==================== block 1
Figure 1. Routing congestion (block 1).
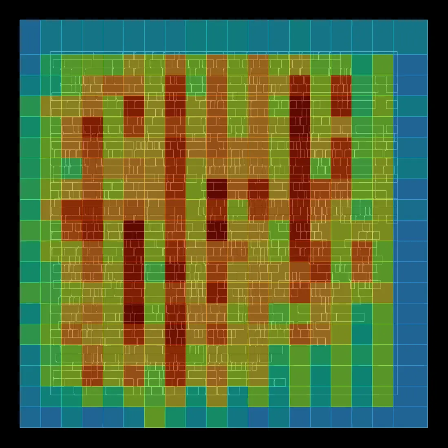

--- src/rtl/synth_pkg.sv ---
// Shared synth definitions: mode encoding, default pitch width, note periods.
package synth_pkg;

    typedef enum logic {
        PLAY = 1'b0,
        DEMO = 1'b1
    } mode_t;

    localparam int PITCH_W_DEFAULT = 12;

    // Period counts; a larger count is a lower note.
    localparam logic [11:0] NOTE_C4 = 12'd357;
    localparam logic [11:0] NOTE_D4 = 12'd318;
    localparam logic [11:0] NOTE_E4 = 12'd283;
    localparam logic [11:0] NOTE_F4 = 12'd267;
    localparam logic [11:0] NOTE_G4 = 12'd238;
    localparam logic [11:0] NOTE_A4 = 12'd212;
    localparam logic [11:0] NOTE_B4 = 12'd189;
    localparam logic [11:0] NOTE_C5 = 12'd178;
    localparam logic [11:0] NOTE_A5 = 12'd106;

endpackage

--- src/rtl/voice_picker.sv ---
// Chooses the channel for the next allocation: lowest idle channel first,
// otherwise the oldest busy channel (ties resolved to the lowest index).
module voice_picker #(
    parameter int NUM_CHANNELS = 4,
    parameter int AGE_W        = 2,
    parameter int IDX_W        = 2
) (
    input  logic [NUM_CHANNELS-1:0]       busy,
    input  logic [NUM_CHANNELS*AGE_W-1:0] age,
    output logic [IDX_W-1:0]              target,
    output logic                          full
);

    logic [IDX_W-1:0] free_idx;
    logic [IDX_W-1:0] old_idx;
    logic [AGE_W-1:0] old_age;

    // Lowest-index idle channel (scan downward so the lowest match wins).
    always_comb begin
        free_idx = '0;
        for (int c = NUM_CHANNELS - 1; c >= 0; c--) begin
            if (!busy[c]) free_idx = IDX_W'(c);
        end
    end

    // Oldest channel; strict compare keeps the lowest index on equal ages.
    always_comb begin
        old_idx = '0;
        old_age = age[AGE_W-1:0];
        for (int c = 1; c < NUM_CHANNELS; c++) begin
            if (age[c*AGE_W +: AGE_W] > old_age) begin
                old_age = age[c*AGE_W +: AGE_W];
                old_idx = IDX_W'(c);
            end
        end
    end

    assign full   = &busy;
    assign target = full ? old_idx : free_idx;

endmodule

--- src/rtl/voice_allocator.sv ---
// Polyphonic key-to-channel allocator with PLAY/DEMO mode and output mux.
module voice_allocator
    import synth_pkg::*;
#(
    parameter int NUM_KEYS     = 8,
    parameter int NUM_CHANNELS = 4,
    parameter int PITCH_W      = PITCH_W_DEFAULT,
    parameter logic [NUM_KEYS*PITCH_W-1:0] PITCH_TABLE =
        {NOTE_C5, NOTE_B4, NOTE_A4, NOTE_G4, NOTE_F4, NOTE_E4, NOTE_D4, NOTE_C4}
) (
    input  logic                              clk,
    input  logic                              rst,
    input  logic [NUM_KEYS-1:0]               keys,
    input  logic [1:0]                        waveform,
    input  logic                              demo_req,
    input  logic [NUM_CHANNELS-1:0]           demo_channel_ena,
    input  logic [NUM_CHANNELS*PITCH_W-1:0]   demo_pitches,
    input  logic [NUM_CHANNELS*2-1:0]         demo_waveforms,
    output logic [NUM_CHANNELS-1:0]           channel_ena,
    output logic [NUM_CHANNELS*PITCH_W-1:0]   pitches,
    output logic [NUM_CHANNELS*2-1:0]         waveforms,
    output logic                              demo_ena,
    output logic [$clog2(NUM_CHANNELS+1)-1:0] active_count
);

    localparam int KW  = (NUM_KEYS > 1) ? $clog2(NUM_KEYS) : 1;
    localparam int CW  = $clog2(NUM_CHANNELS);
    localparam int AW  = CW;
    localparam int ACW = $clog2(NUM_CHANNELS + 1);
    localparam logic [AW-1:0] AGE_MAX = AW'(NUM_CHANNELS - 1);

    mode_t state_reg, state_next;

    logic [NUM_KEYS-1:0] prev_reg, pending_reg, pending_next, eligible;
    logic [NUM_CHANNELS-1:0] busy_reg, busy_next, release_mask, busy_rel;
    logic [KW-1:0]      key_idx_reg [NUM_CHANNELS];
    logic [KW-1:0]      key_idx_next[NUM_CHANNELS];
    logic [AW-1:0]      age_reg     [NUM_CHANNELS];
    logic [AW-1:0]      age_next    [NUM_CHANNELS];
    logic [PITCH_W-1:0] pitch_reg   [NUM_CHANNELS];
    logic [PITCH_W-1:0] pitch_next  [NUM_CHANNELS];
    logic [1:0]         wave_reg    [NUM_CHANNELS];
    logic [1:0]         wave_next   [NUM_CHANNELS];

    logic [NUM_CHANNELS*AW-1:0] age_flat;
    logic [CW-1:0]              target;
    logic                       full;
    logic [KW-1:0]              serve_idx;
    logic                       serve_valid;

    logic [NUM_CHANNELS-1:0]         ena_out;
    logic [NUM_CHANNELS*PITCH_W-1:0] pitches_out;
    logic [NUM_CHANNELS*2-1:0]       waves_out;
    logic [ACW-1:0]                  count_out;

    genvar gi;
    generate
        for (gi = 0; gi < NUM_CHANNELS; gi++) begin : g_age_flat
            assign age_flat[gi*AW +: AW] = age_reg[gi];
        end
    endgenerate

    voice_picker #(
        .NUM_CHANNELS (NUM_CHANNELS),
        .AGE_W        (AW),
        .IDX_W        (CW)
    ) u_picker (
        .busy   (busy_rel),
        .age    (age_flat),
        .target (target),
        .full   (full)
    );

    // Mode state register.
    always_ff @(posedge clk or negedge rst) begin
        if (!rst) state_reg <= PLAY;
        else      state_reg <= state_next;
    end

    // Mode transitions; a held demo button beats any key press.
    always_comb begin
        state_next = state_reg;
        case (state_reg)
            PLAY:    if (demo_req)                state_next = DEMO;
            DEMO:    if ((|keys) && !demo_req)    state_next = PLAY;
            default:                              state_next = PLAY;
        endcase
    end

    // Release detection (registered level) and lowest pending key selection.
    always_comb begin
        for (int c = 0; c < NUM_CHANNELS; c++) begin
            release_mask[c] = busy_reg[c] & ~prev_reg[key_idx_reg[c]];
        end
        busy_rel    = busy_reg & ~release_mask;
        eligible    = pending_reg & prev_reg;
        serve_idx   = '0;
        serve_valid = |eligible;
        for (int k = NUM_KEYS - 1; k >= 0; k--) begin
            if (eligible[k]) serve_idx = KW'(k);
        end
    end

    // Next channel state: free released voices, allocate one key, age the rest.
    always_comb begin
        busy_next    = busy_rel;
        pending_next = eligible;
        for (int c = 0; c < NUM_CHANNELS; c++) begin
            key_idx_next[c] = key_idx_reg[c];
            age_next[c]     = release_mask[c] ? '0 : age_reg[c];
            pitch_next[c]   = pitch_reg[c];
            wave_next[c]    = wave_reg[c];
        end
        if (state_reg == DEMO) begin
            busy_next    = '0;
            pending_next = '0;
            for (int c = 0; c < NUM_CHANNELS; c++) age_next[c] = '0;
        end else begin
            if (serve_valid) begin
                pending_next[serve_idx] = 1'b0;
                for (int c = 0; c < NUM_CHANNELS; c++) begin
                    // Target is either an idle channel or a deliberate steal.
                    if ((CW'(c) == target) && (full || !busy_rel[c])) begin
                        busy_next[c]    = 1'b1;
                        key_idx_next[c] = serve_idx;
                        age_next[c]     = '0;
                        pitch_next[c]   = PITCH_TABLE[serve_idx*PITCH_W +: PITCH_W];
                        wave_next[c]    = waveform;
                    end else if (busy_rel[c] && (age_reg[c] != AGE_MAX)) begin
                        age_next[c] = age_reg[c] + 1'b1;
                    end
                end
            end
            pending_next = pending_next | (keys & ~prev_reg);
        end
    end

    // Output mux: demo passthrough in DEMO, channel registers in PLAY.
    always_comb begin
        ena_out     = '0;
        pitches_out = '0;
        waves_out   = '0;
        count_out   = '0;
        if (state_reg == DEMO) begin
            ena_out     = demo_channel_ena;
            pitches_out = demo_pitches;
            waves_out   = demo_waveforms;
        end else begin
            for (int c = 0; c < NUM_CHANNELS; c++) begin
                ena_out[c] = busy_next[c];
                if (busy_next[c]) begin
                    pitches_out[c*PITCH_W +: PITCH_W] = pitch_next[c];
                    waves_out[c*2 +: 2]               = wave_next[c];
                end
                count_out = count_out + ACW'(busy_next[c]);
            end
        end
    end

    // Key history, pending flags and per-channel voice registers.
    always_ff @(posedge clk or negedge rst) begin
        if (!rst) begin
            prev_reg    <= '0;
            pending_reg <= '0;
            busy_reg    <= '0;
            for (int c = 0; c < NUM_CHANNELS; c++) begin
                key_idx_reg[c] <= '0;
                age_reg[c]     <= '0;
                pitch_reg[c]   <= '0;
                wave_reg[c]    <= '0;
            end
        end else begin
            prev_reg    <= keys;
            pending_reg <= pending_next;
            busy_reg    <= busy_next;
            for (int c = 0; c < NUM_CHANNELS; c++) begin
                key_idx_reg[c] <= key_idx_next[c];
                age_reg[c]     <= age_next[c];
                pitch_reg[c]   <= pitch_next[c];
                wave_reg[c]    <= wave_next[c];
            end
        end
    end

    // Registered outputs to the mixer.
    always_ff @(posedge clk or negedge rst) begin
        if (!rst) begin
            channel_ena  <= '0;
            pitches      <= '0;
            waveforms    <= '0;
            demo_ena     <= 1'b0;
            active_count <= '0;
        end else begin
            channel_ena  <= ena_out;
            pitches      <= pitches_out;
            waveforms    <= waves_out;
            demo_ena     <= (state_reg == DEMO);
            active_count <= count_out;
        end
    end

endmodule

--- config.mk ---
export PLATFORM = sky130hd
export DESIGN_NAME = voice_allocator
export DESIGN_NICKNAME = d
export VERILOG_FILES = /design/src/rtl/synth_pkg.sv /design/src/rtl/voice_picker.sv /design/src/rtl/voice_allocator.sv
export SDC_FILE = /design/constraint.sdc
export NUM_CORES = 1
export LEC_CHECK = 0
export ABC_CLOCK_PERIOD_IN_PS = 6100
export CORE_MARGIN = 10
export CORE_UTILIZATION = 54
export CTS_BUF_LIST = sky130_fd_sc_hd__clkbuf_4
export DETAILED_ROUTE_END_ITERATION = 10
export GPL_TIMING_DRIVEN = 0
export PLACE_DENSITY = 0.82
export SYNTH_ARGS = -nofsm -noshare
export SYNTH_HDL_FRONTEND = slang
export SYNTH_HIERARCHICAL = 1
export SYNTH_SLANG_ARGS = --single-unit
--- constraint.sdc ---
create_clock -name clk -period 6.1 [get_ports clk]
set_input_delay 0.915 -clock clk [delete_from_list [all_inputs] [get_ports clk]]
set_output_delay 0.915 -clock clk [all_outputs]
set_load 0.005 [all_outputs]
==================== block 2
### config.mk
export PLATFORM = sky130hd
export DESIGN_NAME = logic_unit_seq_flat
export DESIGN_NICKNAME = d
export VERILOG_FILES = /design/src/rtl/logic_unit_seq_if.sv /design/src/rtl/logic_unit_seq.sv /design/src/flat_wrapper.sv
export SDC_FILE = /design/constraint.sdc
export NUM_CORES = 1
export LEC_CHECK = 0
export CAP_MARGIN = 10
export CELL_PAD_IN_SITES_DETAIL_PLACEMENT = 1
export CELL_PAD_IN_SITES_GLOBAL_PLACEMENT = 2
export CORE_MARGIN = 3
export CORE_UTILIZATION = 33
export DETAILED_ROUTE_END_ITERATION = 16
export PLACE_DENSITY_LB_ADDON = 0.1
export SLEW_MARGIN = 20
export SYNTH_ARGS = -nofsm -noshare
export SYNTH_HDL_FRONTEND = slang
export SYNTH_HIERARCHICAL = 1
export SYNTH_SLANG_ARGS = --single-unit
### constraint.sdc
create_clock -name clk -period 2.9 [get_ports clk]
set_clock_uncertainty 0.2 [all_clocks]
set_input_delay 0.725 -clock clk [delete_from_list [all_inputs] [get_ports clk]]
set_output_delay 0.725 -clock clk [all_outputs]
set_load 0.02 [all_outputs]
### src/rtl/logic_unit_seq_if.sv
// Request/response bundle for the sequential logic unit.
// The master side drives the operation; the slave side returns status and result.
interface logic_unit_seq_if #(
   parameter int WIDTH = 8
);
   logic             start;
   logic [2:0]       op;
   logic [WIDTH-1:0] a;
   logic [WIDTH-1:0] b;
   logic             busy;
   logic             done;
   logic [WIDTH-1:0] result;
   logic             zero;

   modport master (output start, op, a, b, input busy, done, result, zero);
   modport slave  (input start, op, a, b, output busy, done, result, zero);
endinterface

### src/rtl/logic_unit_seq.sv
// Sequential bitwise logic unit: WIDTH-bit operands, SLICE bits per clock,
// start/busy/done handshake, registered result and zero flag.
module logic_unit_lane (
   input  logic [2:0] op,
   input  logic       a,
   input  logic       b,
   output logic       y
);
   always_comb begin
      y = 1'b0;
      case (op)
         3'b000: y = a & b;
         3'b001: y = a | b;
         3'b010: y = a ^ b;
         3'b011: y = ~(a & b);
         3'b100: y = ~(a | b);
         3'b101: y = ~(a ^ b);
         3'b110: y = ~a;
         3'b111: y = b;
         default: y = 1'b0;
      endcase
   end
endmodule

module logic_unit_seq #(
   parameter int WIDTH = 8,
   parameter int SLICE = 1
) (
   input logic             clk,
   input logic             rst_n,
   logic_unit_seq_if.slave bus
);
   localparam int N  = WIDTH / SLICE;
   localparam int CW = (N > 1) ? $clog2(N) : 1;

   generate
      if (WIDTH < 2 || SLICE < 1 || (WIDTH % SLICE) != 0) begin : g_bad_params
         $error("logic_unit_seq: WIDTH must be >= 2 and a multiple of SLICE");
      end
   endgenerate

   typedef enum logic [1:0] {IDLE, BUSY, DONE} state_t;

   state_t           state, state_nxt;
   logic [WIDTH-1:0] a_q, b_q, acc, acc_nxt;
   logic [2:0]       op_q;
   logic [CW-1:0]    cnt;
   logic [SLICE-1:0] slice_y;
   logic             last, accept;

   assign last   = (cnt == CW'(N - 1));
   assign accept = bus.start && (state != BUSY);

   // Operands shift right each cycle, so the lanes always see the LSB slice.
   for (genvar i = 0; i < SLICE; i++) begin : g_lane
      logic_unit_lane u_lane (.op(op_q), .a(a_q[i]), .b(b_q[i]), .y(slice_y[i]));
   end

   // Fresh slices enter at the top; after N shifts the first slice sits at bit 0.
   always_comb begin
      acc_nxt = acc >> SLICE;
      acc_nxt[WIDTH-1 -: SLICE] = slice_y;
   end

   always_ff @(posedge clk or negedge rst_n) begin
      if (!rst_n) state <= IDLE;
      else        state <= state_nxt;
   end

   always_comb begin
      state_nxt = state;
      case (state)
         IDLE:    if (bus.start) state_nxt = BUSY;
         BUSY:    if (last) state_nxt = DONE;
         DONE:    state_nxt = bus.start ? BUSY : IDLE;
         default: state_nxt = IDLE;
      endcase
   end

   always_ff @(posedge clk or negedge rst_n) begin
      if (!rst_n) begin
         a_q        <= '0;
         b_q        <= '0;
         op_q       <= '0;
         acc        <= '0;
         cnt        <= '0;
         bus.result <= '0;
         bus.zero   <= 1'b1;
      end else if (accept) begin
         a_q  <= bus.a;
         b_q  <= bus.b;
         op_q <= bus.op;
         acc  <= '0;
         cnt  <= '0;
      end else if (state == BUSY) begin
         a_q <= a_q >> SLICE;
         b_q <= b_q >> SLICE;
         acc <= acc_nxt;
         cnt <= cnt + CW'(1);
         if (last) begin
            bus.result <= acc_nxt;
            bus.zero   <= (acc_nxt == '0);
         end
      end
   end

   assign bus.busy = (state == BUSY);
   assign bus.done = (state == DONE);
endmodule

### src/flat_wrapper.sv
// flat-port wrapper written by rule: the top's interface ports become plain ports
module logic_unit_seq_flat 
#(
   parameter int WIDTH = 8,
   parameter int SLICE = 1
)
  (clk, rst_n, bus_start, bus_op, bus_a, bus_b, bus_busy, bus_done, bus_result, bus_zero);
  logic_unit_seq_if #(.WIDTH(WIDTH)) bus_i ();
  input logic clk;
  input logic rst_n;
  input wire logic [$bits(bus_i.start)-1:0] bus_start;
  input wire logic [$bits(bus_i.op)-1:0] bus_op;
  input wire logic [$bits(bus_i.a)-1:0] bus_a;
  input wire logic [$bits(bus_i.b)-1:0] bus_b;
  output wire logic [$bits(bus_i.busy)-1:0] bus_busy;
  output wire logic [$bits(bus_i.done)-1:0] bus_done;
  output wire logic [$bits(bus_i.result)-1:0] bus_result;
  output wire logic [$bits(bus_i.zero)-1:0] bus_zero;
  assign bus_i.start = bus_start;
  assign bus_i.op = bus_op;
  assign bus_i.a = bus_a;
  assign bus_i.b = bus_b;
  assign bus_busy = bus_i.busy;
  assign bus_done = bus_i.done;
  assign bus_result = bus_i.result;
  assign bus_zero = bus_i.zero;
  logic_unit_seq #(.WIDTH(WIDTH), .SLICE(SLICE)) u_core (.clk(clk), .rst_n(rst_n), .bus(bus_i));
endmodule
==================== block 3
### config.mk
export PLATFORM = sky130hd
export DESIGN_NAME = cla_adder_4bit_flat
export DESIGN_NICKNAME = d
export VERILOG_FILES = /design/src/rtl/cla_adder_4bit_pkg.sv /design/src/rtl/cla_adder_4bit_if.sv /design/src/rtl/cla_adder_4bit_group4.sv /design/src/rtl/cla_adder_4bit.sv /design/src/flat_wrapper.sv
export SDC_FILE = /design/constraint.sdc
export NUM_CORES = 1
export LEC_CHECK = 0
export ABC_AREA = 1
export CAP_MARGIN = 0
export CORE_AREA = 2 2 39 41
export DETAILED_ROUTE_END_ITERATION = 16
export DIE_AREA = 0 0 41 43
export MAX_ROUTING_LAYER = met4
export PLACE_DENSITY = 0.69
export SLEW_MARGIN = 20
export SYNTH_ARGS = -nofsm -noshare
export SYNTH_HDL_FRONTEND = slang
export SYNTH_SLANG_ARGS = --single-unit
### constraint.sdc
create_clock -name clk -period 4.3 [get_ports clk]
set_clock_uncertainty 0.15 [all_clocks]
set_input_delay 0.86 -clock clk [delete_from_list [all_inputs] [get_ports clk]]
set_output_delay 0.86 -clock clk [all_outputs]
set_load 0.05 [all_outputs]
### src/rtl/cla_adder_4bit_pkg.sv
// cla_adder_4bit_pkg: lookahead group size shared by the adder and its groups
package cla_adder_4bit_pkg;
  localparam int GRP = 4;
endpackage

### src/rtl/cla_adder_4bit_if.sv
// cla_adder_4bit_if: operand/result bundle between an ALU and the registered adder
interface cla_adder_4bit_if #(parameter int WIDTH = 4);
  logic in_valid;
  logic [WIDTH-1:0] a;
  logic [WIDTH-1:0] b;
  logic cin;
  logic out_valid;
  logic [WIDTH-1:0] s;
  logic cout;
  logic pg;
  logic gg;
  modport master (output in_valid, a, b, cin, input out_valid, s, cout, pg, gg);
  modport slave (input in_valid, a, b, cin, output out_valid, s, cout, pg, gg);
endinterface

### src/rtl/cla_adder_4bit_group4.sv
// cla_group4: combinational 4-bit lookahead group producing sum and group propagate/generate
module cla_group4 (
  input  logic [3:0] i_a,
  input  logic [3:0] i_b,
  input  logic       i_c0,
  output logic [3:0] o_s,
  output logic       o_pg,
  output logic       o_gg
);
  logic [3:0] w_p, w_g, w_c;
  assign w_p = i_a ^ i_b;
  assign w_g = i_a & i_b;
  assign w_c[0] = i_c0;
  assign w_c[1] = w_g[0] | (w_p[0] & i_c0);
  assign w_c[2] = w_g[1] | (w_p[1] & w_g[0]) | (w_p[1] & w_p[0] & i_c0);
  assign w_c[3] = w_g[2] | (w_p[2] & w_g[1]) | (w_p[2] & w_p[1] & w_g[0]) | (w_p[2] & w_p[1] & w_p[0] & i_c0);
  assign o_s = w_p ^ w_c;
  assign o_pg = &w_p;
  assign o_gg = w_g[3] | (w_p[3] & w_g[2]) | (w_p[3] & w_p[2] & w_g[1]) | (w_p[3] & w_p[2] & w_p[1] & w_g[0]);
endmodule

### src/rtl/cla_adder_4bit.sv
// cla_adder_4bit: registered carry-lookahead adder, 4-bit groups under one second-level lookahead
module cla_adder_4bit
  import cla_adder_4bit_pkg::*;
#(
  parameter int WIDTH = 4
) (
  input logic clk,
  input logic rst,
  cla_adder_4bit_if.slave bus
);
  localparam int NG = WIDTH / GRP;
  if (WIDTH % GRP != 0 || WIDTH < GRP || WIDTH > 4 * GRP) begin : g_bad_width
    $error("cla_adder_4bit: WIDTH must be 4, 8, 12 or 16");
  end
  logic [NG-1:0] w_gpk, w_ggk, w_gc;
  logic [WIDTH-1:0] w_s;
  logic w_pg, w_gg, w_cout;
  logic r_valid, r_cout, r_pg, r_gg;
  logic [WIDTH-1:0] r_s;
  // flattened sum-of-products carry into group k; fixed loop bounds keep it unrollable
  function automatic logic carry_into(input logic [NG-1:0] p, input logic [NG-1:0] g, input logic c, input int k);
    logic r, t;
    r = 1'b0;
    for (int j = 0; j < NG; j++) begin
      t = g[j] & (j < k);
      for (int m = 0; m < NG; m++) t = t & ((m > j && m < k) ? p[m] : 1'b1);
      r = r | t;
    end
    t = c;
    for (int m = 0; m < NG; m++) t = t & ((m < k) ? p[m] : 1'b1);
    return r | t;
  endfunction
  for (genvar k = 0; k < NG; k++) begin : g_grp
    cla_group4 u_grp (
      .i_a (bus.a[GRP*k +: GRP]),
      .i_b (bus.b[GRP*k +: GRP]),
      .i_c0(w_gc[k]),
      .o_s (w_s[GRP*k +: GRP]),
      .o_pg(w_gpk[k]),
      .o_gg(w_ggk[k])
    );
  end
  always_comb begin
    w_gc = '0;
    for (int k = 0; k < NG; k++) w_gc[k] = carry_into(w_gpk, w_ggk, bus.cin, k);
    w_pg = &w_gpk;
    w_gg = carry_into(w_gpk, w_ggk, 1'b0, NG);
    w_cout = w_gg | (w_pg & bus.cin);
  end
  always_ff @(posedge clk) begin
    if (rst) begin
      r_valid <= 1'b0;
      r_s <= '0;
      r_cout <= 1'b0;
      r_pg <= 1'b0;
      r_gg <= 1'b0;
    end else begin
      r_valid <= bus.in_valid;
      if (bus.in_valid) begin
        r_s <= w_s;
        r_cout <= w_cout;
        r_pg <= w_pg;
        r_gg <= w_gg;
      end
    end
  end
  assign bus.out_valid = r_valid;
  assign bus.s = r_s;
  assign bus.cout = r_cout;
  assign bus.pg = r_pg;
  assign bus.gg = r_gg;
endmodule

### src/flat_wrapper.sv
// flat-port wrapper written by rule: the top's interface ports become plain ports
module cla_adder_4bit_flat import cla_adder_4bit_pkg::*;
#(
  parameter int WIDTH = 4
)
  (clk, rst, bus_in_valid, bus_a, bus_b, bus_cin, bus_out_valid, bus_s, bus_cout, bus_pg, bus_gg);
  cla_adder_4bit_if #(.WIDTH(WIDTH)) bus_i ();
  input logic clk;
  input logic rst;
  input wire logic [$bits(bus_i.in_valid)-1:0] bus_in_valid;
  input wire logic [$bits(bus_i.a)-1:0] bus_a;
  input wire logic [$bits(bus_i.b)-1:0] bus_b;
  input wire logic [$bits(bus_i.cin)-1:0] bus_cin;
  output wire logic [$bits(bus_i.out_valid)-1:0] bus_out_valid;
  output wire logic [$bits(bus_i.s)-1:0] bus_s;
  output wire logic [$bits(bus_i.cout)-1:0] bus_cout;
  output wire logic [$bits(bus_i.pg)-1:0] bus_pg;
  output wire logic [$bits(bus_i.gg)-1:0] bus_gg;
  assign bus_i.in_valid = bus_in_valid;
  assign bus_i.a = bus_a;
  assign bus_i.b = bus_b;
  assign bus_i.cin = bus_cin;
  assign bus_out_valid = bus_i.out_valid;
  assign bus_s = bus_i.s;
  assign bus_cout = bus_i.cout;
  assign bus_pg = bus_i.pg;
  assign bus_gg = bus_i.gg;
  cla_adder_4bit #(.WIDTH(WIDTH)) u_core (.clk(clk), .rst(rst), .bus(bus_i));
endmodule
==================== block 4
## src/rtl/primegen_sched.sv

```systemverilog
`default_nettype none
// ============================================================================
// Module   : primegen_sched
// Brief    : Round-robin scheduler sharing one primegen among NREQ requesters.
// Revision : 1.0 - initial release
// ============================================================================
module primegen_sched #(
    parameter int NREQ = 4,
    parameter int IW   = 8,
    parameter int W    = 16
) (
    input  logic                    clk,
    input  logic                    rst,
    input  logic [NREQ-1:0]         req,
    input  logic [NREQ*IW-1:0]      req_idx,
    output logic [NREQ-1:0]         ack,
    output logic                    resp_valid,
    output logic [$clog2(NREQ)-1:0] resp_id,
    output logic [W-1:0]            resp_prime,
    output logic                    resp_error,
    output logic                    busy,
    output logic                    gen_go,
    output logic                    gen_rst,
    input  logic                    gen_ready,
    input  logic                    gen_error,
    input  logic [W-1:0]            gen_res
);

    localparam int IDW = $clog2(NREQ);

    localparam logic [2:0] c_st_idle      = 3'd0;
    localparam logic [2:0] c_st_check     = 3'd1;
    localparam logic [2:0] c_st_grst      = 3'd2;
    localparam logic [2:0] c_st_grst_wait = 3'd3;
    localparam logic [2:0] c_st_step      = 3'd4;
    localparam logic [2:0] c_st_step_lo   = 3'd5;
    localparam logic [2:0] c_st_step_hi   = 3'd6;
    localparam logic [2:0] c_st_resp      = 3'd7;

    logic [2:0]     r_state;
    logic [IDW-1:0] r_rr_ptr;
    logic [IDW-1:0] r_sel;
    logic [IW-1:0]  r_tgt;
    logic [IW:0]    r_cur;
    logic           r_known;
    logic           r_err;

    logic           w_any;
    logic [IDW-1:0] w_pick;
    logic [IDW-1:0] w_cand;
    logic [IW:0]    w_tgt_ext;
    logic [IDW-1:0] w_rr_next;

    // Scan from the highest offset down so the last hit is the one closest to rr_ptr.
    always_comb begin
        w_any  = 1'b0;
        w_pick = '0;
        w_cand = '0;
        for (int k = NREQ - 1; k >= 0; k--) begin
            w_cand = IDW'((32'(r_rr_ptr) + 32'(k)) % 32'(NREQ));
            if (req[w_cand]) begin
                w_any  = 1'b1;
                w_pick = w_cand;
            end
        end
    end

    assign w_tgt_ext = {1'b0, r_tgt};
    assign w_rr_next = (r_sel == IDW'(NREQ - 1)) ? '0 : r_sel + 1'b1;

    always_ff @(posedge clk or negedge rst) begin
        if (!rst) begin
            r_state  <= c_st_idle;
            r_rr_ptr <= '0;
            r_sel    <= '0;
            r_tgt    <= '0;
            r_cur    <= '0;
            r_known  <= 1'b0;
            r_err    <= 1'b0;
        end else begin
            case (r_state)
                c_st_idle: begin
                    if (w_any) begin
                        r_sel   <= w_pick;
                        r_tgt   <= req_idx[w_pick*IW +: IW];
                        r_err   <= 1'b0;
                        r_state <= c_st_check;
                    end
                end
                c_st_check: begin
                    if (!r_known || (w_tgt_ext < r_cur)) begin
                        r_state <= c_st_grst;
                    end else if (w_tgt_ext == r_cur) begin
                        r_state <= c_st_resp;
                    end else begin
                        r_state <= c_st_step;
                    end
                end
                c_st_grst: begin
                    r_state <= c_st_grst_wait;
                end
                c_st_grst_wait: begin
                    if (gen_ready) begin
                        r_cur   <= '0;
                        r_known <= 1'b1;
                        r_state <= c_st_check;
                    end
                end
                // gen_go is qualified by gen_ready, so hold here until the generator is free.
                c_st_step: begin
                    if (gen_ready) begin
                        r_state <= c_st_step_lo;
                    end
                end
                c_st_step_lo: begin
                    if (!gen_ready) begin
                        r_state <= c_st_step_hi;
                    end
                end
                c_st_step_hi: begin
                    if (gen_ready) begin
                        if (gen_error) begin
                            r_known <= 1'b0;
                            r_err   <= 1'b1;
                            r_state <= c_st_resp;
                        end else begin
                            r_cur   <= r_cur + 1'b1;
                            r_state <= c_st_check;
                        end
                    end
                end
                c_st_resp: begin
                    r_rr_ptr <= w_rr_next;
                    r_state  <= c_st_idle;
                end
                default: begin
                    r_state <= c_st_idle;
                end
            endcase
        end
    end

    assign busy       = (r_state != c_st_idle);
    assign gen_go     = (r_state == c_st_step) && gen_ready;
    assign gen_rst    = (r_state == c_st_grst);
    assign resp_valid = (r_state == c_st_resp);
    assign ack        = resp_valid ? (NREQ'(1) << r_sel) : '0;
    assign resp_id    = resp_valid ? r_sel : '0;
    assign resp_prime = (resp_valid && !r_err) ? gen_res : '0;
    assign resp_error = resp_valid && r_err;

endmodule
`default_nettype wire
```

## config.mk

```make
export PLATFORM = sky130hd
export DESIGN_NAME = primegen_sched
export DESIGN_NICKNAME = d
export VERILOG_FILES = /design/src/rtl/primegen_sched.sv
export SDC_FILE = /design/constraint.sdc
export NUM_CORES = 1
export LEC_CHECK = 0
export ABC_AREA = 1
export CAP_MARGIN = 30
export CELL_PAD_IN_SITES_DETAIL_PLACEMENT = 0
export CELL_PAD_IN_SITES_GLOBAL_PLACEMENT = 1
export CORE_MARGIN = 8
export CORE_UTILIZATION = 33
export DETAILED_ROUTE_END_ITERATION = 16
export PLACE_DENSITY_LB_ADDON = 0.1
export SYNTH_ARGS = -nofsm -noshare
export SYNTH_HDL_FRONTEND = slang
export SYNTH_SLANG_ARGS = --single-unit
```

## constraint.sdc

```tcl
create_clock -name clk -period 3.84 [get_ports clk]
set_clock_uncertainty 0.2 [all_clocks]
set_input_delay 0.768 -clock clk [delete_from_list [all_inputs] [get_ports clk]]
set_output_delay 0.768 -clock clk [all_outputs]
set_load 0.01 [all_outputs]
```

Figure 2. Layout detail (block 2).
Region (8, 48) to (33, 73) um. Cells in grey, sequential cells in the stronger grey; small squares are vias.
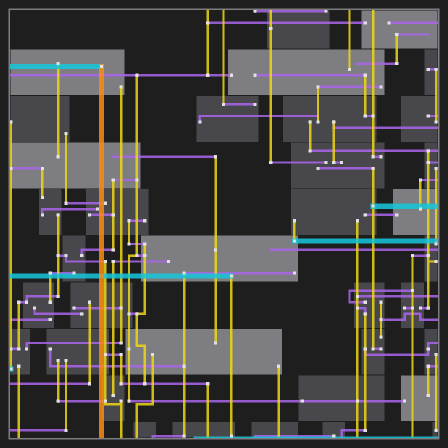
| layer | colour |
|---|---|
| met4 | orange |
| met3 | cyan |
| met1 | purple |
| met2 | yellow |
netlist names of flops here include: u_core/a_q (2), u_core/b_q (2)
most frequent: nand2_1 (5), dfrtp_1 (5)
sequential cells in the window: 5
cells with their middle in the window: 24

==> metrics.csv, block 2 <==
metric,value,unit
timing.critical_path.max_delay_family,buffers and inverters,
cts-root-buf,sky130_fd_sc_hd__clkbuf_8,
finish.net_count,220,
antenna_found_initial,0,
io_pins,33,
holdPathStages,2,
fillers,586,
met1_length,1686,um
synthMostInstantiatedCell,sky130_fd_sc_hd__dfrtp_1,
post_cts_setup_repair_bufs,0,
taps,70,
timing.hold.worst.class,register to register,
run_status,"finished, final reports clean",
port_buffers,32,
met1_usage,16.41,%
rsz_0062_raised_after_global_routing,false,
cpPeakStageDelay,0.61,ns
route.detailed.wl_per_inst,14.26,um
start_kind,register,
vdd_ir_drop_max,368.3,uV
worst-path-buf-inv,2,
initial_core_util,34.95,%
netlist_top_cells_count,"sky130_fd_sc_hd__dfrtp_1 (39), sky130_fd_sc_hd__nand2_1 (36), sky130_fd_sc_hd__o21ai_0 (25), sky130_fd_sc_hd__mux2i_1 (17), sky130_fd_sc_hd__mux2_4 (7)",
clock_area_share,5.255,%
[block 2: cell families (layout without fill, tap and decap cells)]
kind of cell	after synthesis	after routing	synth area share, %
AND/OR/NAND/NOR	45	45	10.25
flip-flops	40	40	54.75
multiplexers	30	30	19.34
AND-OR/OR-AND	28	28	7.724
buffers and inverters	15	48	5.194
adder cells (fa/ha/maj)	4	4	2.734
[block 2: where the power goes]
part / switching (mW) / total [mW] / internal, mW
Clock: 0.196 / 0.478 / 0.281
Combinational: 0.447 / 0.888 / 0.441
Sequential: 0.182 / 0.987 / 0.805
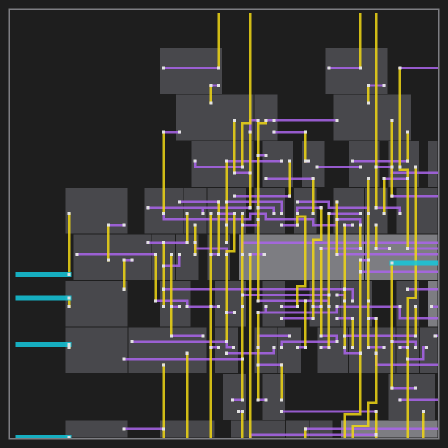
Figure 3: block 3, layout detail.
Region (0, 18) to (25, 43) um. Cells in grey, sequential cells in the stronger grey; small squares are vias.
| layer | colour |
|---|---|
| met2 | yellow |
| met1 | purple |
| met3 | cyan |
cells with their middle in the window: 44
netlist names of flops here include: u_core.bus.s (2)
sequential cells in the window: 2
most frequent: nand2_1 (10), clkdlybuf4s50_1 (7)

==> metrics.csv, block 3 <==
metric,value,unit
first_global_vias,414,
rsz_0062_raised_after_global_routing,false,
fin_hold_ws,0.3211,ns
row_count,14,
ctsHtreeMaxLevel,1,
layout.cell_area.non_filler,699.4,sq um
met3_usage,3.141,%
gp_routability_congestion,0.7807,
seq_share,22.90,%
cp_cell_sequence,clkdlybuf4s50_1,
xor_xnor_cells_area_fraction,1.847,%
synthMostInstantiatedCell,sky130_fd_sc_hd__nand2_1,
r2r.worst_path.cells,4,
numSynthFlops,8,
syn_avg_cell_area,7.078,sq um
ys.warnings.count,0,
clock_path_buffers,2,
post_dp_hpwl,850.2,um
yosysCellCount,67,
stage_log_warnings,26,
taps,16,
num_vias,497,
power_leakage,0.3238,nW
clock_area_share,3.220,%
area_share_nonclk_buffers,27.19,%
critical_path_cell_count,1,
totalWireLength,1034,um
mappedNetlistArea,474.2,sq um
max-cap-violations,0,
io_pins,20,
syn-num-nets,84,
dominantRegCellSynth,sky130_fd_sc_hd__dfxtp_1,
number_of_endpoints_failing_setup_at_the_final_stage,0,
worst-path-buf-inv,1,
met1_length,466,um
cts_tree,yes,
cp_data_required_time,3.29,ns
clk_pin_slew,0.06,ns
port_buffers,19,
logic_family,simple AND/OR/NAND/NOR gates,
met1_usage,14.29,%
run_status,"finished, final reports clean",
timing.critical_path.max_delay_family,buffers and inverters,
==> block 3: where the power goes <==
| part | switching, mW | total (mW) | leakage (nW) | internal (mW) |
|---|---|---|---|---|
| Sequential | 0.00279 | 0.0826 | 0.0661 | 0.0798 |
| Clock | 0.0257 | 0.0576 | 0.0138 | 0.0320 |
| Combinational | 0.0437 | 0.0745 | 0.244 | 0.0307 |
==> block 3: sequential cells by signal (all words and copies together) (netlist names) <==
register              flops
u_core.bus.cout           1
u_core.bus.gg             1
u_core.bus.out_valid      1
u_core.bus.pg             1
u_core.bus.s              4
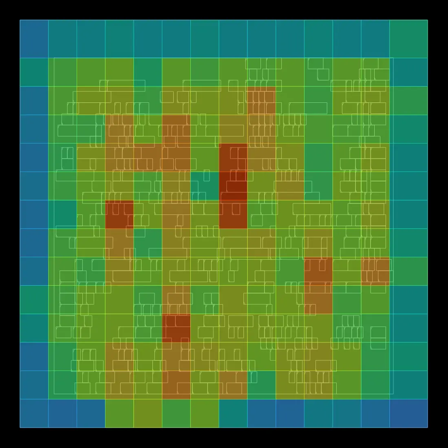
Figure 4: block 4, routing congestion.
met2 routing resource usage after global routing: 22.82%
GRT Overall Usage: 13.43%
most used routing layer in global routing: met2
met1 track demand over resource: 17.36%
global routing usage on met3: 2.960%

==> metrics.csv, block 4 <==
metric,value,unit
holdPathStages,2,
start_kind,register,
fin_ws,0.6483,ns
clk_pin_slew,0.09,ns
n_all_buffers,84,
inverters_excl_clock,59,
floorplan.die.width,98.93,um
fmaxAchievable,313.3,MHz
endpoint_of_the_most_critical_register_to_register_path,r_tgt[3]$_DFFE_PN0P_,
power_leakage,1.578,nW
dpl-instance-area,3152,sq um
cts-hold-fix-buffers,0,
antenna_found_initial,0,
route.detailed.wl_per_inst,12.54,um
worst_skew_pair.late_latency,0.27,ns
rr_startpoint,r_rr_ptr[0]$_DFFE_PN0P_,
run_status,"finished, final reports clean",
clock_area_share,1.717,%
seq_share,20.29,%
first_global_vias,2348,
remaining_drc_errors,0,
vdd_ir_drop_max,283.9,uV
power_per_cell_area,648.2,nW/um^2
worst-path-buf-inv,1,
num_vias,2402,
fin_hold_ws,0.2971,ns
synth_cells,351,
critical_path_cell_count,5,
cpPeakStageDelay,0.56,ns
biggestRegsByFlops,"r_cur (9), r_tgt (8), r_state (3)",
starting_drt_drc_count,78,
timing.critical_path.max_delay_family,simple AND/OR/NAND/NOR gates,
async_flop_share,100.0,%
syn-num-nets,420,
rsz_0062_raised_after_global_routing,false,
ctsHtreeMaxLevel,1,
largest_register_ffs,9,
[block 4: power by group]
| part | total [mW] | internal, mW | switching, mW | leakage, nW |
|---|---|---|---|---|
| clock network | 0.179 | 0.0917 | 0.0873 | 0.0288 |
| logic | 1.40 | 0.528 | 0.873 | 1.22 |
| registers | 0.499 | 0.388 | 0.112 | 0.329 |
[block 4: cell families after synthesis]
kind of cell               synth area share (%)
AOI/OAI and AO/OA                         6.230
and+or+nand+nor                           44.54
buffers and inverters                     12.24
xor gates and xnor gates                  1.158
adders and majority gates                 7.167
DFF                                       28.67
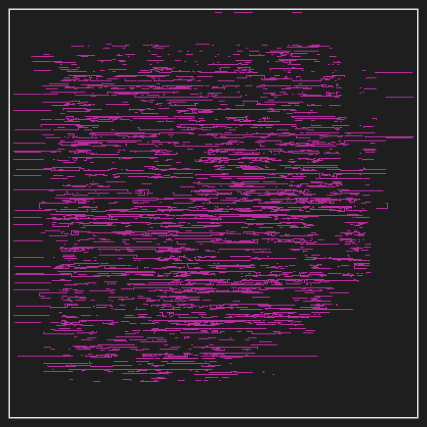
Figure 5: block 1, signal wires on met1.
Scale: 3 px per um.
share of all routed wire: 40%
nets with wire on the layer: 851
main direction: horizontal
total wire length: 19850 um
routed vias: 5647
met1 track demand over resource: 26.24%

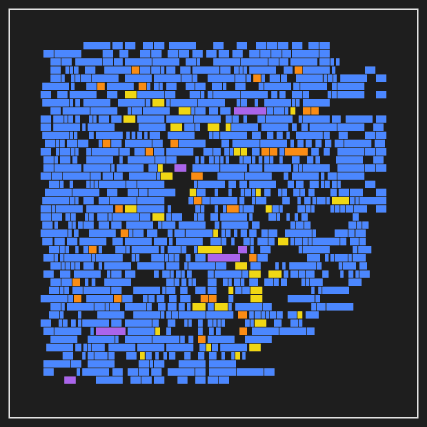
Figure 6: block 1, cell sizes after repair.
Scale: 3 px per um.
| size | colour | cells |
|---|---|---|
| drive 6 and up | purple | 6 |
| drive 3 to 4 | orange | 28 |
| drive 2 | yellow | 36 |
| drive 1 or less | blue | 769 |
final instance area: 9089 sq um
layout overhead on the synthesized area: 25.87%
worst-case setup margin in the final layout: 0.4781 ns
number of buffers other than clock buffers in the final layout: 169

About Figure 1:
global routing usage on met3: 8.420%
most used routing layer in global routing: met2
met2 routing resource usage after global routing: 35.45%

==> metrics.csv, block 1 <==
metric,value,unit
routed_via_density,5.564,
cpPeakStageDelay,0.54,ns
layout.cells.most_common,sky130_fd_sc_hd__dfrtp_1,
cts.sinks,161,
maxSlewHeadroom,38.12,%
power.sequential.fraction,51.4,%
fillers,953,
rr_startpoint,age_flat[3]$_DFF_PN0_,
first_global_vias,5835,
ys_sh_aoi,14.40,%
comb_power,0.600,mW
power_leakage,4.423,nW
slowest_stage,sky130_fd_sc_hd__clkbuf_1,
syn-num-nets,766,
seq_share,44.33,%
post_synth_fa_ha_maj_area_fraction,3.570,%
final_period_minus_worst_setup_slack,5.622,ns
grt_pass1_wl,31300,um
numSynthFlops,161,
post_cts_resized,0,
postRouteAntennaNets,0,
combPwrFrac,24.2,%
async_flop_share,100.0,%
comb_share,31.37,%
max-cap-violations,0,
run_status,"finished, final reports clean",
starting_drt_drc_count,441,
cts-root-buf,sky130_fd_sc_hd__clkbuf_4,
clock_area_share,2.836,%
finalHoldViolations,0,
power-top-group,registers,
met3RoutedLength,1832,um
sw_frac_of_total,29.35,%
routed.top_layer,met4,
cp_data_required_time,6.52,ns
biggestCellCategory,registers,
share_of_the_synthesized_area_in_the_top_cell_type,55.80,%
cts-hold-fix-buffers,0,
-- block 1: synthesized netlist by cell type, drive strengths merged (15+ instances only) --
cell type    n
a21oi       25
a22o        18
and2        19
buf         15
clkbuf      17
dfrtp      161
ha          19
inv         52
mux2        15
mux2i       38
nand2       99
nor2        16
nor2b       17
o21ai       57
-- block 1: critical path, delay by kind of cell (launching register included) --
kind | cells | cell delay, ns
fa+ha+maj | 6 | 1.73
simple gates | 9 | 1.54
compound gates | 4 | 1.02
buf+inv | 3 | 0.78
flops | 1 | 0.42


==> gallery <==
Placed cells, one colour a class.
panel A
Scale: 4 px per um.
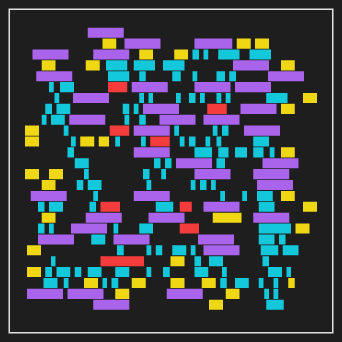
panel B
Scale: 4 px per um.
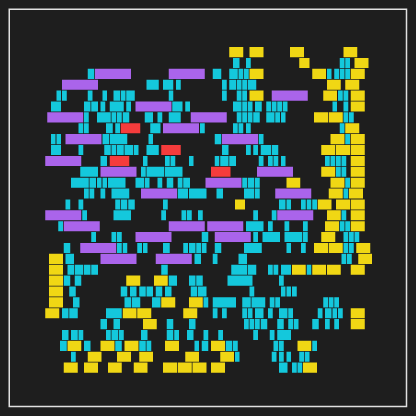
panel C
Scale: 3 px per um.
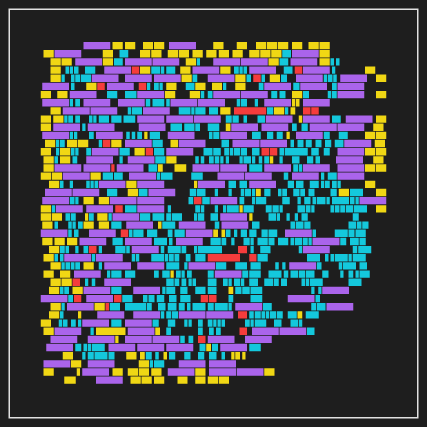
panel D
Scale: 8 px per um.
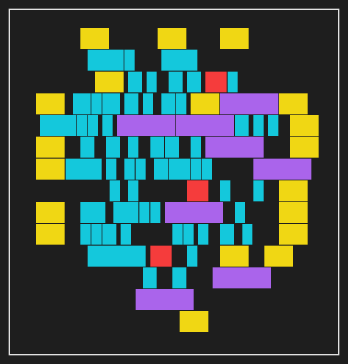
Panel B comes from block 4.
Panel C comes from block 1.
Panel A comes from block 2.
Panel D comes from block 3.
Of these, highest utilization: panel C


## Gallery

Signal wires on met1.
picture 1
Scale: 12 px per um.
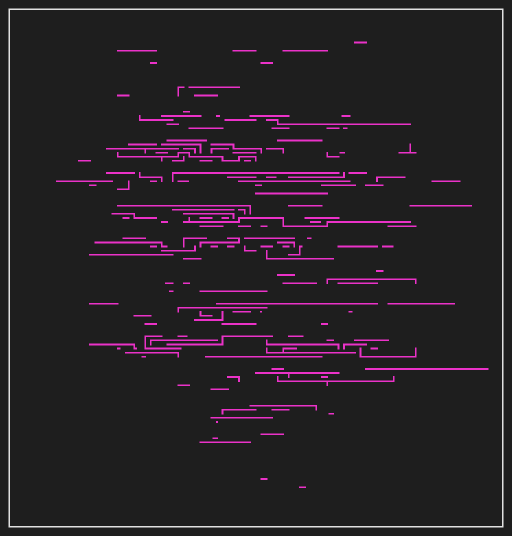
picture 2
Scale: 4 px per um.
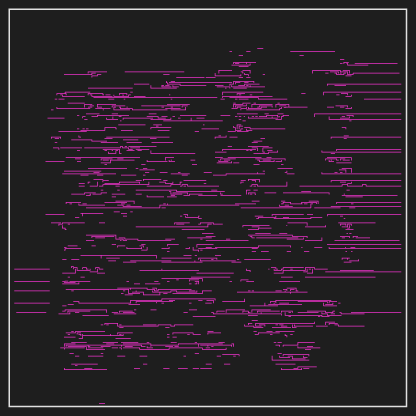
picture 3
Scale: 6 px per um.
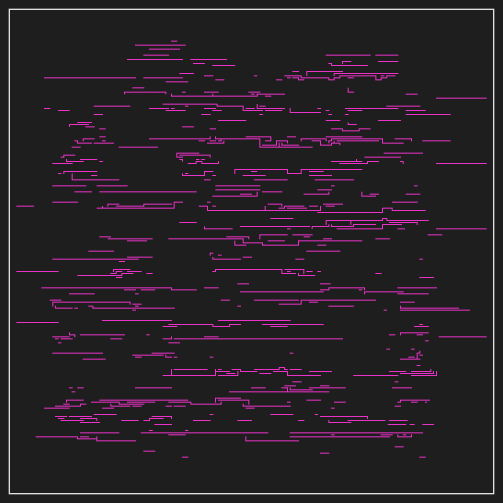
- block 3 = picture 1
- block 2 = picture 3
- block 4 = picture 2
Of these, largest die: picture 2
Of these, smallest die: picture 1

Key to picture 1:
share of all routed wire: 45%
nets with wire on the layer: 91
longest straight run: 13.8 um
main direction: horizontal
wire length on this layer: 467 um

No activity file was given, so power comes from the tool's default toggle rates.
